==================== design 1
$ cat config.mk
export PLATFORM = sky130hd
export DESIGN_NAME = controle_multiciclo
export DESIGN_NICKNAME = d
export VERILOG_FILES = /design/src/rtl/controle_pkg.sv /design/src/rtl/controle_multiciclo_decodificador.sv /design/src/rtl/controle_multiciclo.sv
export SDC_FILE = /design/constraint.sdc
export NUM_CORES = 1
export LEC_CHECK = 0
export CAP_MARGIN = 40
export CELL_PAD_IN_SITES_DETAIL_PLACEMENT = 2
export CELL_PAD_IN_SITES_GLOBAL_PLACEMENT = 2
export CORE_MARGIN = 5
export CORE_UTILIZATION = 25
export CTS_BUF_LIST = sky130_fd_sc_hd__clkbuf_4 sky130_fd_sc_hd__clkbuf_8
export DETAILED_ROUTE_END_ITERATION = 12
export PLACE_DENSITY_LB_ADDON = 0.1
export SYNTH_ARGS = -nofsm -noshare
export SYNTH_HDL_FRONTEND = slang
export SYNTH_SLANG_ARGS = --single-unit
export TNS_END_PERCENT = 30
$ cat constraint.sdc
create_clock -name clk -period 3.1 [get_ports clk]
set_input_delay 0.775 -clock clk [delete_from_list [all_inputs] [get_ports clk]]
set_output_delay 0.775 -clock clk [all_outputs]
set_load 0.02 [all_outputs]
$ cat src/rtl/controle_pkg.sv
// Shared encodings for the iZero multi-cycle control unit: opcodes, func codes,
// ALU codes, FSM states, instruction classes and the per-instruction decode record.
package controle_pkg;

    localparam logic [5:0] OP_RTYPE      = 6'd0;
    localparam logic [5:0] OP_ADDI       = 6'd1;
    localparam logic [5:0] OP_SUBI       = 6'd2;
    localparam logic [5:0] OP_MULI       = 6'd3;
    localparam logic [5:0] OP_DIVI       = 6'd4;
    localparam logic [5:0] OP_MODI       = 6'd5;
    localparam logic [5:0] OP_ANDI       = 6'd6;
    localparam logic [5:0] OP_ORI        = 6'd7;
    localparam logic [5:0] OP_XORI       = 6'd8;
    localparam logic [5:0] OP_SLTI       = 6'd9;
    localparam logic [5:0] OP_LW         = 6'd17;
    localparam logic [5:0] OP_SW         = 6'd18;
    localparam logic [5:0] OP_LDK        = 6'd19;
    localparam logic [5:0] OP_SDK        = 6'd20;
    localparam logic [5:0] OP_JF         = 6'd21;
    localparam logic [5:0] OP_J          = 6'd22;
    localparam logic [5:0] OP_JAL        = 6'd23;
    localparam logic [5:0] OP_IN         = 6'd24;
    localparam logic [5:0] OP_OUT        = 6'd25;
    localparam logic [5:0] OP_NOP        = 6'd26;
    localparam logic [5:0] OP_PRE_IO     = 6'd56;
    localparam logic [5:0] OP_SYSCALL    = 6'd57;
    localparam logic [5:0] OP_EXEC       = 6'd58;
    localparam logic [5:0] OP_EXEC_AGAIN = 6'd59;
    localparam logic [5:0] OP_HALT       = 6'd63;

    localparam logic [5:0] FN_ADD = 6'd0;
    localparam logic [5:0] FN_SUB = 6'd1;
    localparam logic [5:0] FN_MUL = 6'd2;
    localparam logic [5:0] FN_DIV = 6'd3;
    localparam logic [5:0] FN_MOD = 6'd4;
    localparam logic [5:0] FN_AND = 6'd5;
    localparam logic [5:0] FN_OR  = 6'd6;
    localparam logic [5:0] FN_XOR = 6'd7;
    localparam logic [5:0] FN_SLT = 6'd8;
    localparam logic [5:0] FN_SLL = 6'd9;
    localparam logic [5:0] FN_SRL = 6'd10;
    localparam logic [5:0] FN_JR  = 6'd16;

    localparam logic [4:0] ALU_ADD   = 5'd0;
    localparam logic [4:0] ALU_SUB   = 5'd1;
    localparam logic [4:0] ALU_MUL   = 5'd2;
    localparam logic [4:0] ALU_DIV   = 5'd3;
    localparam logic [4:0] ALU_MOD   = 5'd4;
    localparam logic [4:0] ALU_AND   = 5'd5;
    localparam logic [4:0] ALU_OR    = 5'd6;
    localparam logic [4:0] ALU_XOR   = 5'd7;
    localparam logic [4:0] ALU_SLT   = 5'd8;
    localparam logic [4:0] ALU_SLL   = 5'd9;
    localparam logic [4:0] ALU_SRL   = 5'd10;
    localparam logic [4:0] ALU_PASSA = 5'd15;

    localparam logic [1:0] PCS_NEXT   = 2'b00;
    localparam logic [1:0] PCS_TARGET = 2'b01;
    localparam logic [1:0] PCS_REG    = 2'b10;
    localparam logic [1:0] PCS_VEC    = 2'b11;

    localparam logic [1:0] RD_RD = 2'b00;
    localparam logic [1:0] RD_RT = 2'b01;
    localparam logic [1:0] RD_RA = 2'b10;

    localparam logic [2:0] WS_ALU   = 3'd0;
    localparam logic [2:0] WS_MEM   = 3'd1;
    localparam logic [2:0] WS_DISK  = 3'd2;
    localparam logic [2:0] WS_INPUT = 3'd3;
    localparam logic [2:0] WS_LINK  = 3'd4;

    typedef enum logic [2:0] {
        S_FETCH, S_DECODE, S_EXEC, S_MEM, S_INPUT, S_WB, S_INTR, S_HALT
    } state_t;

    typedef enum logic [3:0] {
        C_NOP, C_ALU_R, C_ALU_I, C_MULDIV, C_LOAD, C_STORE, C_IN, C_OUT,
        C_JUMP, C_JR, C_JF, C_MODE, C_HALT
    } class_t;

    typedef struct packed {
        class_t cls;
        logic   disk;
        logic   link;
        logic   mode_set;
        logic   mode_clr;
        logic   wb_inta;
    } dec_t;

endpackage

$ cat src/rtl/controle_multiciclo_decodificador.sv
// Purely combinational op/func decoder: instruction class plus the static
// datapath selects (aluOp, regDest, regWrtSelect) for one instruction.
module decodificador_classe
    import controle_pkg::*;
#(
    parameter int OP_W    = 6,
    parameter int FUNC_W  = 6,
    parameter int ALUOP_W = 5
) (
    input  logic [OP_W-1:0]    i_op,
    input  logic [FUNC_W-1:0]  i_func,
    output dec_t               o_dec,
    output logic [ALUOP_W-1:0] o_aluOp,
    output logic [1:0]         o_regDest,
    output logic [2:0]         o_regWrtSelect
);

    always_comb begin
        o_dec          = '0;
        o_dec.cls      = C_NOP;
        o_aluOp        = ALUOP_W'(ALU_ADD);
        o_regDest      = RD_RD;
        o_regWrtSelect = WS_ALU;
        case (i_op)
            OP_W'(OP_RTYPE): begin
                case (i_func)
                    FUNC_W'(FN_ADD): begin o_dec.cls = C_ALU_R;  o_aluOp = ALUOP_W'(ALU_ADD);   end
                    FUNC_W'(FN_SUB): begin o_dec.cls = C_ALU_R;  o_aluOp = ALUOP_W'(ALU_SUB);   end
                    FUNC_W'(FN_MUL): begin o_dec.cls = C_MULDIV; o_aluOp = ALUOP_W'(ALU_MUL);   end
                    FUNC_W'(FN_DIV): begin o_dec.cls = C_MULDIV; o_aluOp = ALUOP_W'(ALU_DIV);   end
                    FUNC_W'(FN_MOD): begin o_dec.cls = C_MULDIV; o_aluOp = ALUOP_W'(ALU_MOD);   end
                    FUNC_W'(FN_AND): begin o_dec.cls = C_ALU_R;  o_aluOp = ALUOP_W'(ALU_AND);   end
                    FUNC_W'(FN_OR):  begin o_dec.cls = C_ALU_R;  o_aluOp = ALUOP_W'(ALU_OR);    end
                    FUNC_W'(FN_XOR): begin o_dec.cls = C_ALU_R;  o_aluOp = ALUOP_W'(ALU_XOR);   end
                    FUNC_W'(FN_SLT): begin o_dec.cls = C_ALU_R;  o_aluOp = ALUOP_W'(ALU_SLT);   end
                    FUNC_W'(FN_SLL): begin o_dec.cls = C_ALU_R;  o_aluOp = ALUOP_W'(ALU_SLL);   end
                    FUNC_W'(FN_SRL): begin o_dec.cls = C_ALU_R;  o_aluOp = ALUOP_W'(ALU_SRL);   end
                    FUNC_W'(FN_JR):  begin o_dec.cls = C_JR;     o_aluOp = ALUOP_W'(ALU_PASSA); end
                    default: ;
                endcase
            end
            OP_W'(OP_ADDI): begin o_dec.cls = C_ALU_I;  o_aluOp = ALUOP_W'(ALU_ADD); o_regDest = RD_RT; end
            OP_W'(OP_SUBI): begin o_dec.cls = C_ALU_I;  o_aluOp = ALUOP_W'(ALU_SUB); o_regDest = RD_RT; end
            OP_W'(OP_MULI): begin o_dec.cls = C_MULDIV; o_aluOp = ALUOP_W'(ALU_MUL); o_regDest = RD_RT; end
            OP_W'(OP_DIVI): begin o_dec.cls = C_MULDIV; o_aluOp = ALUOP_W'(ALU_DIV); o_regDest = RD_RT; end
            OP_W'(OP_MODI): begin o_dec.cls = C_MULDIV; o_aluOp = ALUOP_W'(ALU_MOD); o_regDest = RD_RT; end
            OP_W'(OP_ANDI): begin o_dec.cls = C_ALU_I;  o_aluOp = ALUOP_W'(ALU_AND); o_regDest = RD_RT; end
            OP_W'(OP_ORI):  begin o_dec.cls = C_ALU_I;  o_aluOp = ALUOP_W'(ALU_OR);  o_regDest = RD_RT; end
            OP_W'(OP_XORI): begin o_dec.cls = C_ALU_I;  o_aluOp = ALUOP_W'(ALU_XOR); o_regDest = RD_RT; end
            OP_W'(OP_SLTI): begin o_dec.cls = C_ALU_I;  o_aluOp = ALUOP_W'(ALU_SLT); o_regDest = RD_RT; end
            OP_W'(OP_LW):  begin o_dec.cls = C_LOAD; o_regDest = RD_RT; o_regWrtSelect = WS_MEM; end
            OP_W'(OP_SW):  o_dec.cls = C_STORE;
            OP_W'(OP_LDK): begin
                o_dec.cls = C_LOAD; o_dec.disk = 1'b1; o_regDest = RD_RT; o_regWrtSelect = WS_DISK;
            end
            OP_W'(OP_SDK): begin o_dec.cls = C_STORE; o_dec.disk = 1'b1; end
            OP_W'(OP_JF):  begin o_dec.cls = C_JF; o_aluOp = ALUOP_W'(ALU_PASSA); end
            OP_W'(OP_J):   o_dec.cls = C_JUMP;
            OP_W'(OP_JAL): begin
                o_dec.cls = C_JUMP; o_dec.link = 1'b1; o_regDest = RD_RA; o_regWrtSelect = WS_LINK;
            end
            OP_W'(OP_IN):  begin o_dec.cls = C_IN; o_regDest = RD_RT; o_regWrtSelect = WS_INPUT; end
            OP_W'(OP_OUT): begin o_dec.cls = C_OUT; o_aluOp = ALUOP_W'(ALU_PASSA); end
            OP_W'(OP_NOP): o_dec.cls = C_NOP;
            OP_W'(OP_PRE_IO):     begin o_dec.cls = C_MODE; o_dec.wb_inta  = 1'b1; end
            OP_W'(OP_SYSCALL):    begin o_dec.cls = C_MODE; o_dec.mode_clr = 1'b1; end
            OP_W'(OP_EXEC):       begin o_dec.cls = C_MODE; o_dec.mode_set = 1'b1; end
            OP_W'(OP_EXEC_AGAIN): begin o_dec.cls = C_MODE; o_dec.mode_set = 1'b1; end
            OP_W'(OP_HALT): o_dec.cls = C_HALT;
            default: ;
        endcase
    end

endmodule

$ cat src/rtl/controle_multiciclo.sv
// iZero multi-cycle control unit: FSM, MUL/DIV latency counter and user/kernel mode bit.
// Optional MEM-state timeout with bus_err is built when CTRL_MEM_TIMEOUT_EN is defined.
module controle_multiciclo
    import controle_pkg::*;
#(
    parameter int OP_W        = 6,
    parameter int FUNC_W      = 6,
    parameter int ALUOP_W     = 5,
    parameter int MULDIV_LAT  = 4,
    parameter int MEM_TIMEOUT = 255
) (
    input  logic               clk,
    input  logic               rst,
    input  logic [OP_W-1:0]    op,
    input  logic [FUNC_W-1:0]  func,
    input  logic               isFalse,
    input  logic               isInput,
    input  logic               intr,
    input  logic               mem_ready,
    output logic               irWrite,
    output logic               pcWrite,
    output logic               regWrite,
    output logic               memWrite,
    output logic               diskWrite,
    output logic               outWrite,
    output logic               inta,
    output logic               isHalt,
    output logic               isInsert,
    output logic               busy,
    output logic               userMode,
    output logic               bus_err,
    output logic [1:0]         pcSource,
    output logic [1:0]         regDest,
    output logic [2:0]         regWrtSelect,
    output logic [ALUOP_W-1:0] aluOp
);

    localparam int CW = (MULDIV_LAT > 1) ? $clog2(MULDIV_LAT) : 1;

    if (MULDIV_LAT < 1 || MEM_TIMEOUT < 1) begin : g_bad_param
        $error("controle_multiciclo: MULDIV_LAT and MEM_TIMEOUT must be >= 1");
    end

    state_t               r_state, w_next;
    dec_t                 r_dec, w_dec;
    logic [ALUOP_W-1:0]   r_aluOp, w_aluOp;
    logic [1:0]           r_regDest, w_regDest;
    logic [2:0]           r_regWrtSelect, w_regWrtSelect;
    logic [CW-1:0]        r_cnt;
    logic                 r_userMode, w_userMode;
    logic                 w_timeout;

    decodificador_classe #(
        .OP_W   (OP_W),
        .FUNC_W (FUNC_W),
        .ALUOP_W(ALUOP_W)
    ) u_dec (
        .i_op          (op),
        .i_func        (func),
        .o_dec         (w_dec),
        .o_aluOp       (w_aluOp),
        .o_regDest     (w_regDest),
        .o_regWrtSelect(w_regWrtSelect)
    );

    always_ff @(posedge clk or posedge rst) begin
        if (rst) begin
            r_state        <= S_FETCH;
            r_dec          <= '0;
            r_aluOp        <= '0;
            r_regDest      <= '0;
            r_regWrtSelect <= '0;
            r_cnt          <= '0;
            r_userMode     <= 1'b0;
        end else begin
            r_state    <= w_next;
            r_userMode <= w_userMode;
            if (r_state == S_DECODE) begin
                r_dec          <= w_dec;
                r_aluOp        <= w_aluOp;
                r_regDest      <= w_regDest;
                r_regWrtSelect <= w_regWrtSelect;
                r_cnt          <= CW'(MULDIV_LAT - 1);
            end else if (r_state == S_EXEC && r_cnt != '0) begin
                r_cnt <= r_cnt - 1'b1;
            end
        end
    end

`ifdef CTRL_MEM_TIMEOUT_EN
    localparam int TW = $clog2(MEM_TIMEOUT + 1);
    logic [TW-1:0] r_tcnt;

    // r_tcnt holds the number of MEM cycles already spent before the current one
    always_ff @(posedge clk or posedge rst) begin
        if (rst)                  r_tcnt <= '0;
        else if (r_state == S_MEM) r_tcnt <= r_tcnt + 1'b1;
        else                      r_tcnt <= '0;
    end

    assign w_timeout = (r_state == S_MEM) && !mem_ready && (r_tcnt == TW'(MEM_TIMEOUT - 1));
`else
    assign w_timeout = 1'b0;
`endif

    assign userMode     = r_userMode;
    assign aluOp        = r_aluOp;
    assign regDest      = r_regDest;
    assign regWrtSelect = r_regWrtSelect;

    always_comb begin
        w_next     = r_state;
        w_userMode = r_userMode;
        irWrite    = 1'b0;
        pcWrite    = 1'b0;
        regWrite   = 1'b0;
        memWrite   = 1'b0;
        diskWrite  = 1'b0;
        outWrite   = 1'b0;
        inta       = 1'b0;
        isHalt     = 1'b0;
        isInsert   = 1'b0;
        busy       = 1'b0;
        bus_err    = 1'b0;
        pcSource   = PCS_NEXT;
        // Outputs are forced low for as long as reset is held, including FETCH's irWrite
        if (!rst) begin
            case (r_state)
                S_FETCH: begin
                    irWrite = 1'b1;
                    w_next  = S_DECODE;
                end
                S_DECODE: w_next = S_EXEC;
                S_EXEC: begin
                    if (r_dec.cls == C_MULDIV) busy = 1'b1;
                    if (r_dec.cls == C_MULDIV && r_cnt != '0) w_next = S_EXEC;
                    else begin
                        case (r_dec.cls)
                            C_LOAD, C_STORE: w_next = S_MEM;
                            C_IN:            w_next = S_INPUT;
                            C_HALT:          w_next = S_HALT;
                            default:         w_next = S_WB;
                        endcase
                    end
                end
                S_MEM: begin
                    busy = 1'b1;
                    if (w_timeout) begin
                        bus_err = 1'b1;
                        w_next  = S_INTR;
                    end else begin
                        memWrite  = (r_dec.cls == C_STORE) && !r_dec.disk;
                        diskWrite = (r_dec.cls == C_STORE) &&  r_dec.disk;
                        if (mem_ready) w_next = S_WB;
                    end
                end
                S_INPUT: begin
                    isInsert = 1'b1;
                    busy     = 1'b1;
                    if (isInput) w_next = S_WB;
                end
                S_WB: begin
                    pcWrite  = 1'b1;
                    regWrite = (r_dec.cls inside {C_ALU_R, C_ALU_I, C_MULDIV, C_LOAD, C_IN}) ||
                               (r_dec.cls == C_JUMP && r_dec.link);
                    outWrite = (r_dec.cls == C_OUT);
                    inta     = r_dec.wb_inta;
                    case (r_dec.cls)
                        C_JUMP:  pcSource = PCS_TARGET;
                        C_JF:    pcSource = isFalse ? PCS_TARGET : PCS_NEXT;
                        C_JR:    pcSource = PCS_REG;
                        default: pcSource = PCS_NEXT;
                    endcase
                    if (r_dec.mode_set) w_userMode = 1'b1;
                    if (r_dec.mode_clr) w_userMode = 1'b0;
                    w_next = intr ? S_INTR : S_FETCH;
                end
                S_INTR: begin
                    inta       = 1'b1;
                    pcWrite    = 1'b1;
                    pcSource   = PCS_VEC;
                    w_userMode = 1'b0;
                    w_next     = S_FETCH;
                end
                S_HALT: isHalt = 1'b1;
                default: w_next = S_FETCH;
            endcase
        end
    end

endmodule

==================== design 2
File: src/rtl/legv8_cache_pkg.sv
// Shared definitions for the LEGv8 cache controller slice.
// Holds the address-field geometry (57-bit tag, 5-bit set index, 2-bit byte
// offset), the 4-way organisation, the controller FSM state type and a
// helper that turns a way number into a one-hot write strobe vector.
package legv8_cache_pkg;

    localparam int ADDR_W   = 64;
    localparam int TAG_W    = 57;
    localparam int IDX_W    = 5;
    localparam int NUM_WAYS = 4;
    localparam int WAY_W    = 2;
    localparam int NUM_SETS = 1 << IDX_W;
    localparam int CNT_W    = 10;   // wide enough for timeouts up to 1023

    // Address field slices: tag=[63:7], index=[6:2], offset=[1:0].
    localparam int TAG_MSB  = 63;
    localparam int TAG_LSB  = 7;
    localparam int IDX_MSB  = 6;
    localparam int IDX_LSB  = 2;
    localparam int LINE_LSB = 2;    // bits below this are the ignored byte offset

    typedef enum logic [2:0] {
        IDLE,
        LOOKUP,
        MISS,
        FILL,
        RESP
    } state_e;

    function automatic logic [NUM_WAYS-1:0] way_onehot(input logic [WAY_W-1:0] way);
        return NUM_WAYS'(1) << way;
    endfunction

endpackage

File: src/rtl/legv8_victim_ptr.sv
// Per-set round-robin victim pointer table.
// Ports:
//   clk, rst  - clock and synchronous active-high reset (clears every entry)
//   rd_idx    - set index being read / advanced
//   inc       - advance the pointer of rd_idx by one (3 wraps to 0)
//   rd_ptr    - current victim way for rd_idx (combinational read)
module legv8_victim_ptr
    import legv8_cache_pkg::*;
(
    input  logic             clk,
    input  logic             rst,
    input  logic [IDX_W-1:0] rd_idx,
    input  logic             inc,
    output logic [WAY_W-1:0] rd_ptr
);

    logic [WAY_W-1:0] ptr_q [NUM_SETS];

    // NOTE: this table is reset entry by entry, so it must stay in flops;
    // a RAM macro could not clear all 32 pointers in one cycle.
    always_ff @(posedge clk) begin
        if (rst) begin
            for (int i = 0; i < NUM_SETS; i++) begin
                ptr_q[i] <= '0;
            end
        end else if (inc) begin
            // Two-bit add wraps 3 -> 0 on its own.
            ptr_q[rd_idx] <= ptr_q[rd_idx] + WAY_W'(1);
        end
    end

    assign rd_ptr = ptr_q[rd_idx];

endmodule

File: src/rtl/legv8_cache_ctrl.sv
// Lookup / refill controller for a 4-way set-associative LEGv8 cache.
// Accepts one CPU request at a time, probes the external tag array, and on a
// miss requests a refill from backing memory, then writes the tag into the
// round-robin victim way of the set.
// Ports:
//   clk, rst                       - clock, synchronous active-high reset
//   req_valid, req_addr, req_ready - CPU request handshake
//   resp_valid, resp_hit, resp_err - one-cycle response strobe and status
//   Index, Tag, Write0..Write3     - tag array address, tag and way write strobes
//   hit_status                     - OR-of-ways hit returned by the tag array
//   mem_req, mem_addr, mem_ack     - refill request to backing memory
// MEM_TIMEOUT: last MISS counter value to wait for mem_ack before aborting.
module legv8_cache_ctrl
    import legv8_cache_pkg::*;
#(
    parameter int MEM_TIMEOUT = 255
) (
    input  logic              clk,
    input  logic              rst,
    input  logic              req_valid,
    input  logic [ADDR_W-1:0] req_addr,
    output logic              req_ready,
    output logic              resp_valid,
    output logic              resp_hit,
    output logic              resp_err,
    output logic [IDX_W-1:0]  Index,
    output logic [TAG_W-1:0]  Tag,
    output logic              Write0,
    output logic              Write1,
    output logic              Write2,
    output logic              Write3,
    input  logic              hit_status,
    output logic              mem_req,
    output logic [ADDR_W-1:0] mem_addr,
    input  logic              mem_ack
);

    localparam logic [CNT_W-1:0] TIMEOUT_CNT = CNT_W'(MEM_TIMEOUT);

    state_e                   state_q, state_d;
    logic [ADDR_W-1:LINE_LSB] line_q, line_d;   // latched address minus byte offset
    logic [CNT_W-1:0]         cnt_q, cnt_d;
    logic                     hit_q, hit_d;
    logic                     err_q, err_d;
    logic                     fill;
    logic [WAY_W-1:0]         victim;
    logic [NUM_WAYS-1:0]      write_vec;
    logic                     unused_offset;

    // The byte offset never influences the lookup.
    assign unused_offset = ^req_addr[LINE_LSB-1:0];

    // NOTE: state registers use non-blocking assignments so every flop
    // samples the values from before this edge, independent of block order.
    always_ff @(posedge clk) begin
        if (rst) begin
            state_q <= IDLE;
            line_q  <= '0;
            cnt_q   <= '0;
            hit_q   <= 1'b0;
            err_q   <= 1'b0;
        end else begin
            state_q <= state_d;
            line_q  <= line_d;
            cnt_q   <= cnt_d;
            hit_q   <= hit_d;
            err_q   <= err_d;
        end
    end

    // NOTE: every signal driven here gets a default first, so no path can
    // leave one unassigned and infer a latch.
    always_comb begin
        state_d    = state_q;
        line_d     = line_q;
        cnt_d      = cnt_q;
        hit_d      = hit_q;
        err_d      = err_q;
        req_ready  = 1'b0;
        resp_valid = 1'b0;
        resp_hit   = 1'b0;
        resp_err   = 1'b0;
        mem_req    = 1'b0;
        fill       = 1'b0;

        unique case (state_q)
            IDLE: begin
                req_ready = 1'b1;
                if (req_valid) begin
                    line_d  = req_addr[ADDR_W-1:LINE_LSB];
                    hit_d   = 1'b0;
                    err_d   = 1'b0;
                    state_d = LOOKUP;
                end
            end
            LOOKUP: begin
                if (hit_status) begin
                    hit_d   = 1'b1;
                    state_d = RESP;
                end else begin
                    cnt_d   = '0;
                    state_d = MISS;
                end
            end
            MISS: begin
                mem_req = 1'b1;
                // An ack on the final counter value still completes the refill.
                if (mem_ack) begin
                    state_d = FILL;
                end else if (cnt_q == TIMEOUT_CNT) begin
                    err_d   = 1'b1;
                    state_d = RESP;
                end else begin
                    cnt_d = cnt_q + CNT_W'(1);
                end
            end
            FILL: begin
                fill    = 1'b1;
                state_d = RESP;
            end
            RESP: begin
                resp_valid = 1'b1;
                resp_hit   = hit_q;
                resp_err   = err_q;
                state_d    = IDLE;
            end
            default: state_d = IDLE;
        endcase
    end

    legv8_victim_ptr u_victim_ptr (
        .clk    (clk),
        .rst    (rst),
        .rd_idx (line_q[IDX_MSB:IDX_LSB]),
        .inc    (fill),
        .rd_ptr (victim)
    );

    // Suppress the strobe in a reset cycle so the tag array is never written
    // by a refill that reset is abandoning.
    assign write_vec = (fill && !rst) ? way_onehot(victim) : '0;
    assign Write0    = write_vec[0];
    assign Write1    = write_vec[1];
    assign Write2    = write_vec[2];
    assign Write3    = write_vec[3];

    // Index/Tag/mem_addr come straight from the latched line address, so they
    // are stable from LOOKUP through RESP and hold their value in IDLE.
    assign Index    = line_q[IDX_MSB:IDX_LSB];
    assign Tag      = line_q[TAG_MSB:TAG_LSB];
    assign mem_addr = {line_q, {LINE_LSB{1'b0}}};

endmodule

File: config.mk
export PLATFORM = sky130hd
export DESIGN_NAME = legv8_cache_ctrl
export DESIGN_NICKNAME = d
export VERILOG_FILES = /design/src/rtl/legv8_cache_pkg.sv /design/src/rtl/legv8_victim_ptr.sv /design/src/rtl/legv8_cache_ctrl.sv
export SDC_FILE = /design/constraint.sdc
export NUM_CORES = 1
export LEC_CHECK = 0
export ABC_AREA = 1
export CELL_PAD_IN_SITES_DETAIL_PLACEMENT = 1
export CELL_PAD_IN_SITES_GLOBAL_PLACEMENT = 2
export CORE_MARGIN = 8
export CORE_UTILIZATION = 24
export CTS_CLUSTER_DIAMETER = 50
export DETAILED_ROUTE_END_ITERATION = 10
export GPL_TIMING_DRIVEN = 0
export PLACE_DENSITY_LB_ADDON = 0.1
export SLEW_MARGIN = 20
export SYNTH_ARGS = -nofsm -noshare
export SYNTH_HDL_FRONTEND = slang
export SYNTH_SLANG_ARGS = --single-unit
File: constraint.sdc
create_clock -name clk -period 2.4 [get_ports clk]
set_clock_uncertainty 0.05 [all_clocks]
set_input_delay 0.48 -clock clk [delete_from_list [all_inputs] [get_ports clk]]
set_output_delay 0.48 -clock clk [all_outputs]
set_load 0.01 [all_outputs]
Fig. 1: design 2, the metal 2 layer
Scale: 2 px per µm. Cells faint in the background.
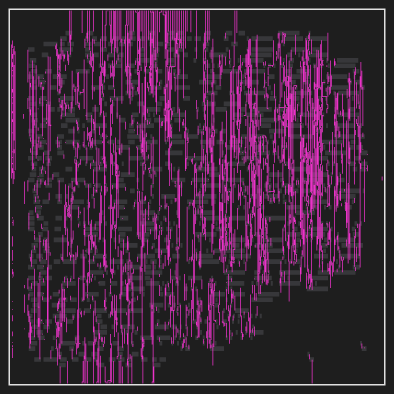
nets with wire on the layer	1,000
longest straight run	86.0 µm

Fig. 2: design 2, met3 routing
Scale: 2 px per µm. Cells faint in the background.
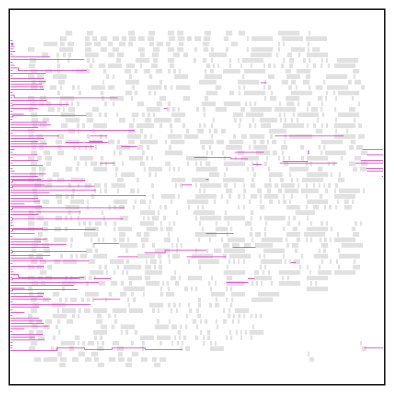
longest straight run	67.4 µm
wire length on this layer	2,310 µm
share of all routed wire	8.1%
nets with wire on the layer	137
met3 Use GR: 6.954%
DRT Wirelength: 28.35 mm
via count: 6,681

==> Changelog: implementation, design 2 <==
## Flow update

* Outcome: finished, violations left
* Violated checks: negative setup slack
* Met1 Wirelength at 11.95 mm
* Synth Area in Simple Gates at 29.66%
* Nets at 1,192
* Syn. warnings at 0
* Post-synth EDFFs at 64
* Final worst-path setup slack at -0.3550 ns
* Final setup fails at 4
* Asr flop ratio synth at 0%
* Vias in the first global route at 7,393
* Avg Cell Area, Syn at 7.976 µm²
* Final instance area at 0.01075 mm²
* Main logic family: simple AND/OR/NAND/NOR gates
* Ao+oa area frac at 6.150%
* Post-route ant nets at 0
* Fill cell count at 3,390
* Non-filler cells, final at 1,517
* Yosys top cell by instances: nand2_1
* Wirelength per Cell at 18.69 µm
* Worst Tran Pin Value at 0.8119 ns
* Worst r2r path cells at 6
* Tmin final at 2.755 ns
* Initial DRC count at 315
* Tool warnings at 33
* Post-Syn Area at 0.007019 mm²
* Reg area at 0.003573 mm²
* Synth unique cells at 31
* Met3 WL at 2.309 mm
* Worst setup SP type: flop
* Clock buf/inv share at 5.329%
* CP max stage delay at 0.38 ns
* Routed length on met2 at 13.83 mm
* VDD IR max at 0.5006 mV
* Synth-to-layout area growth at 53.19%
* Hold Slack at 0.4175 ns
* PwrDens at 789.2 mW/mm²
* Max transition margin at 45.58%
* Clock root cell: clkbuf_16
* Buffering overhead at 28.74%
design 2: where the power goes:
group	switching [mW]	leakage [nW]	internal, mW	total (mW)
clock	1.18	0.269	1.46	2.64
sequential	0.201	1.34	2.78	2.98
combinational	1.52	2.65	1.34	2.86
total	2.90	4.25	5.58	8.49
design 2: registers in the layout, indices dropped and copies added (netlist names), named ones only:
signal and flops:
hit_q 1, cnt_q 10, state_q 3, line_q 62, u_victim_ptr.ptr_q 64, err_q 1
design 2: layout by cell type, fill, tap and decap left out, types with 3 or more instances in the layout:
master,n
a21oi_1,70
buf_12,9
buf_2,9
buf_4,82
buf_6,5
buf_8,3
clkbuf_1,26
clkbuf_16,18
clkdlybuf4s50_1,189
clkinvlp_4,5
dfxtp_1,78
edfxtp_1,64
ha_4,4
inv_1,32
inv_2,5
inv_6,9
nand2_1,229
nand2_2,17
nand2_4,3
nand3_1,93
nand3_2,20
nand4_1,3
nor2_1,97
nor2_2,3
nor3_1,6
nor3_2,6
nor3_4,3
o21ai_0,10
design 2: repair_timing:
item	in CTS	in global routing
setup endpoints to repair	40	43
hold endpoints to repair	0	0
setup buffers	19	0
gates resized	120	33
cloned	3	1
pin swaps	18	10
Fig. 3: design 1, wire density map
Scale: 4 px per µm. The die is cut into 20 by 20 equal tiles; dark blue is low, red is high, scaled to the fullest tile. Values are wire area over tile area, all layers added.
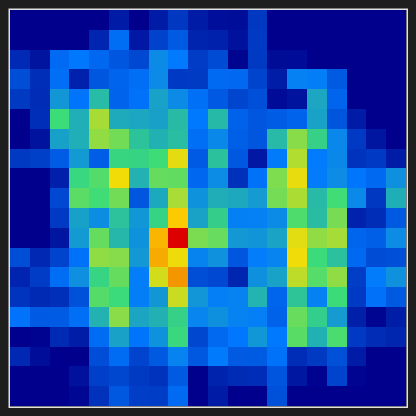
fullest tile	0.47
densest ninth of the die	centre
tiles over half the peak	12%
DRT Wirelength: 7.074 mm
Wirelength per Cell: 17.25 µm

Fig. 4: design 1, the metal 2 layer
Scale: 4 px per µm. Cells faint in the background.
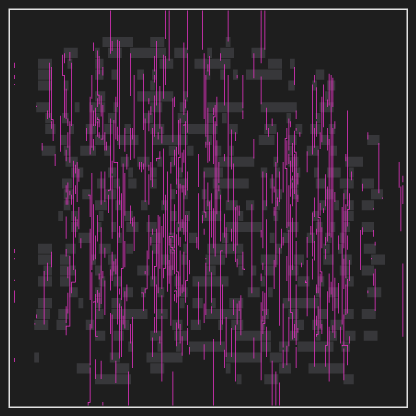
main direction	vertical
wire length on this layer	3,490 µm
nets with wire on the layer	291

==> Changelog: implementation, design 1 <==
## Flow update

* Area after DPL at 0.002534 mm²
* Tmin final at 3.049 ns
* Reg2Reg Setup Slack at 1.00 ns
* Largest net degree at the start of global routing at 27
* Antenna Diode Count at 0
* Outcome: complete, no violations
* Post-Place Cells at 406
* Post-DP HPWL at 5.498 mm
* Post-CTS Resized at 9
* Post-Syn Area at 0.001986 mm²
* Register share after synthesis at 28.99%
* Clock root cell: clkbuf_8
* Site Rows at 32
* Via count at 2,114
* Reg area at 575.6 µm²
* Internal Power at 809.4 µW
* Dominant cell area share at 28.99%
* Critical path's top delay family: buffers and inverters
* Maximum clock path buffer count at 2
* Setup_tns at 0 ns
* Final RePlAce weighted congestion at 0.8101
* Yosys Chip Area at 0.001986 mm²
* Slowest stage cell, crit path: clkdlybuf4s50_1
* Post-synth top area cell: dfrtp_1
* Sequential cell area share at 22.38%
* Clock buf/inv share at 1.800%
* Mi-comb count at 205
* Latency at later pin at 0.26 ns
* Chip width at 99.12 µm
* Pwr Total at 1.487 mW
* Max power group: combinational logic
* Post-Place Worst Slack at -0.09426 ns
* Flop count at 23
* Well Taps at 102
* Die area at 0.009825 mm²
* CLK BUF at 3
* # hold bufs at CTS at 0
* Final setup fails at 0
* Non-filler cells, final at 410
* # DRC at 0
* CTS buffer count at 3
* CP Data Required Time at 2.32 ns
* Max cap viols at 0
* Total clock sinks at 23
* Nonclk buf count at 59
-- design 1: worst paths after layout --
check                                         end  depth (start not counted)
max                                          busy                          5
min                        regDest[1]$_DFFE_PP0P_                          2
max reg2reg                  r_dec[8]$_DFFE_PP0P_                          7
min reg2reg                regDest[1]$_DFFE_PP0P_                          2
max in group asynchronous    r_dec[6]$_DFFE_PP0P_                          3
min in group asynchronous  r_state[1]$_DFFE_PP0P_                          3
-- design 1: kinds of logic after synthesis --
logic type,count (synthesis)
adders and majority gates,1
and+or+nand+nor,107
AOI/OAI and AO/OA,86
other,1
DFF,23
buffers and inverters,45
muxes,5
xor gates and xnor gates,4
-- design 1: tightest hold or removal path: stages, from the launching register on --
cell     delay [ns]
dfrtp_1        0.35
nand2_1        0.05
nand2_1        0.05
-- design 1: flip-flops by register name, indices dropped and copies added (netlist names) --
| signal | count |
|---|---|
| r_cnt | 2 |
| userMode | 1 |
| aluOp | 4 |
| r_state | 3 |
| regWrtSelect | 2 |
| r_dec | 9 |
| regDest | 2 |
-- design 1: metal layers --
metal  wire [µm]  track usage [%]  vias to the layer above
li1            -                -                     1037
met1        3337            19.49                     1037
met2        3491            26.29                       34
met3         139           0.7714                        6
met4         105            3.676                        0
met5           0                0                        -


==> layout pictures side by side <==
Track usage over the die.
(a)
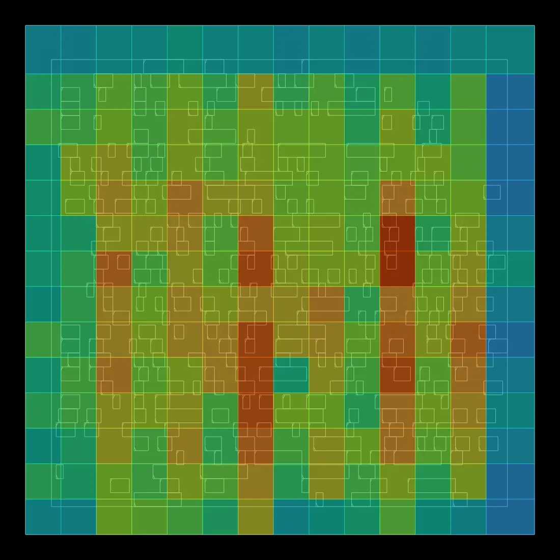
(b)
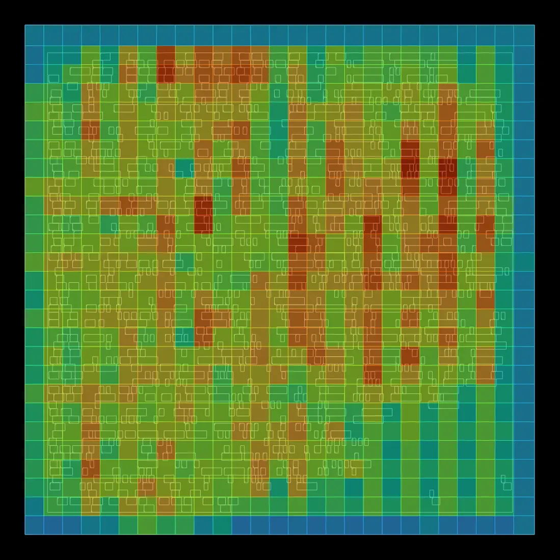
- (b) = design 2
- (a) = design 1


## Gallery

Pin map.
image #1
Scale: 4 px per µm. Pins as bars across the die edge, other pins in grey.
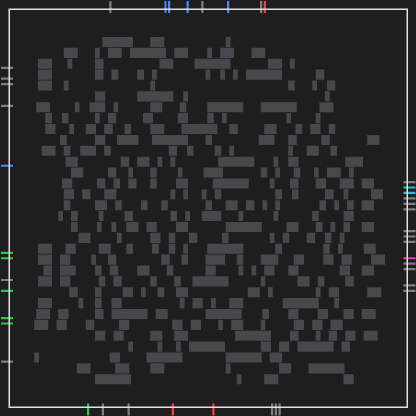
image #2
Scale: 2 px per µm. Pins as bars across the die edge, other pins in grey.
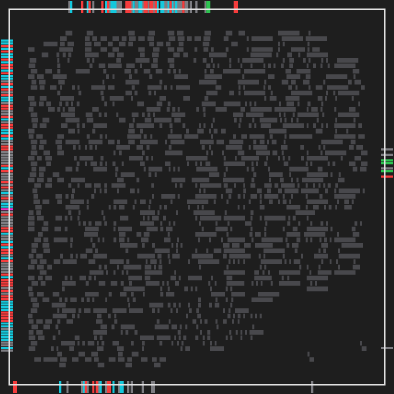
| from | picture |
|---|---|
| design 2 | image #2 |
| design 1 | image #1 |

No activity file was given, so power comes from the tool's default toggle rates.
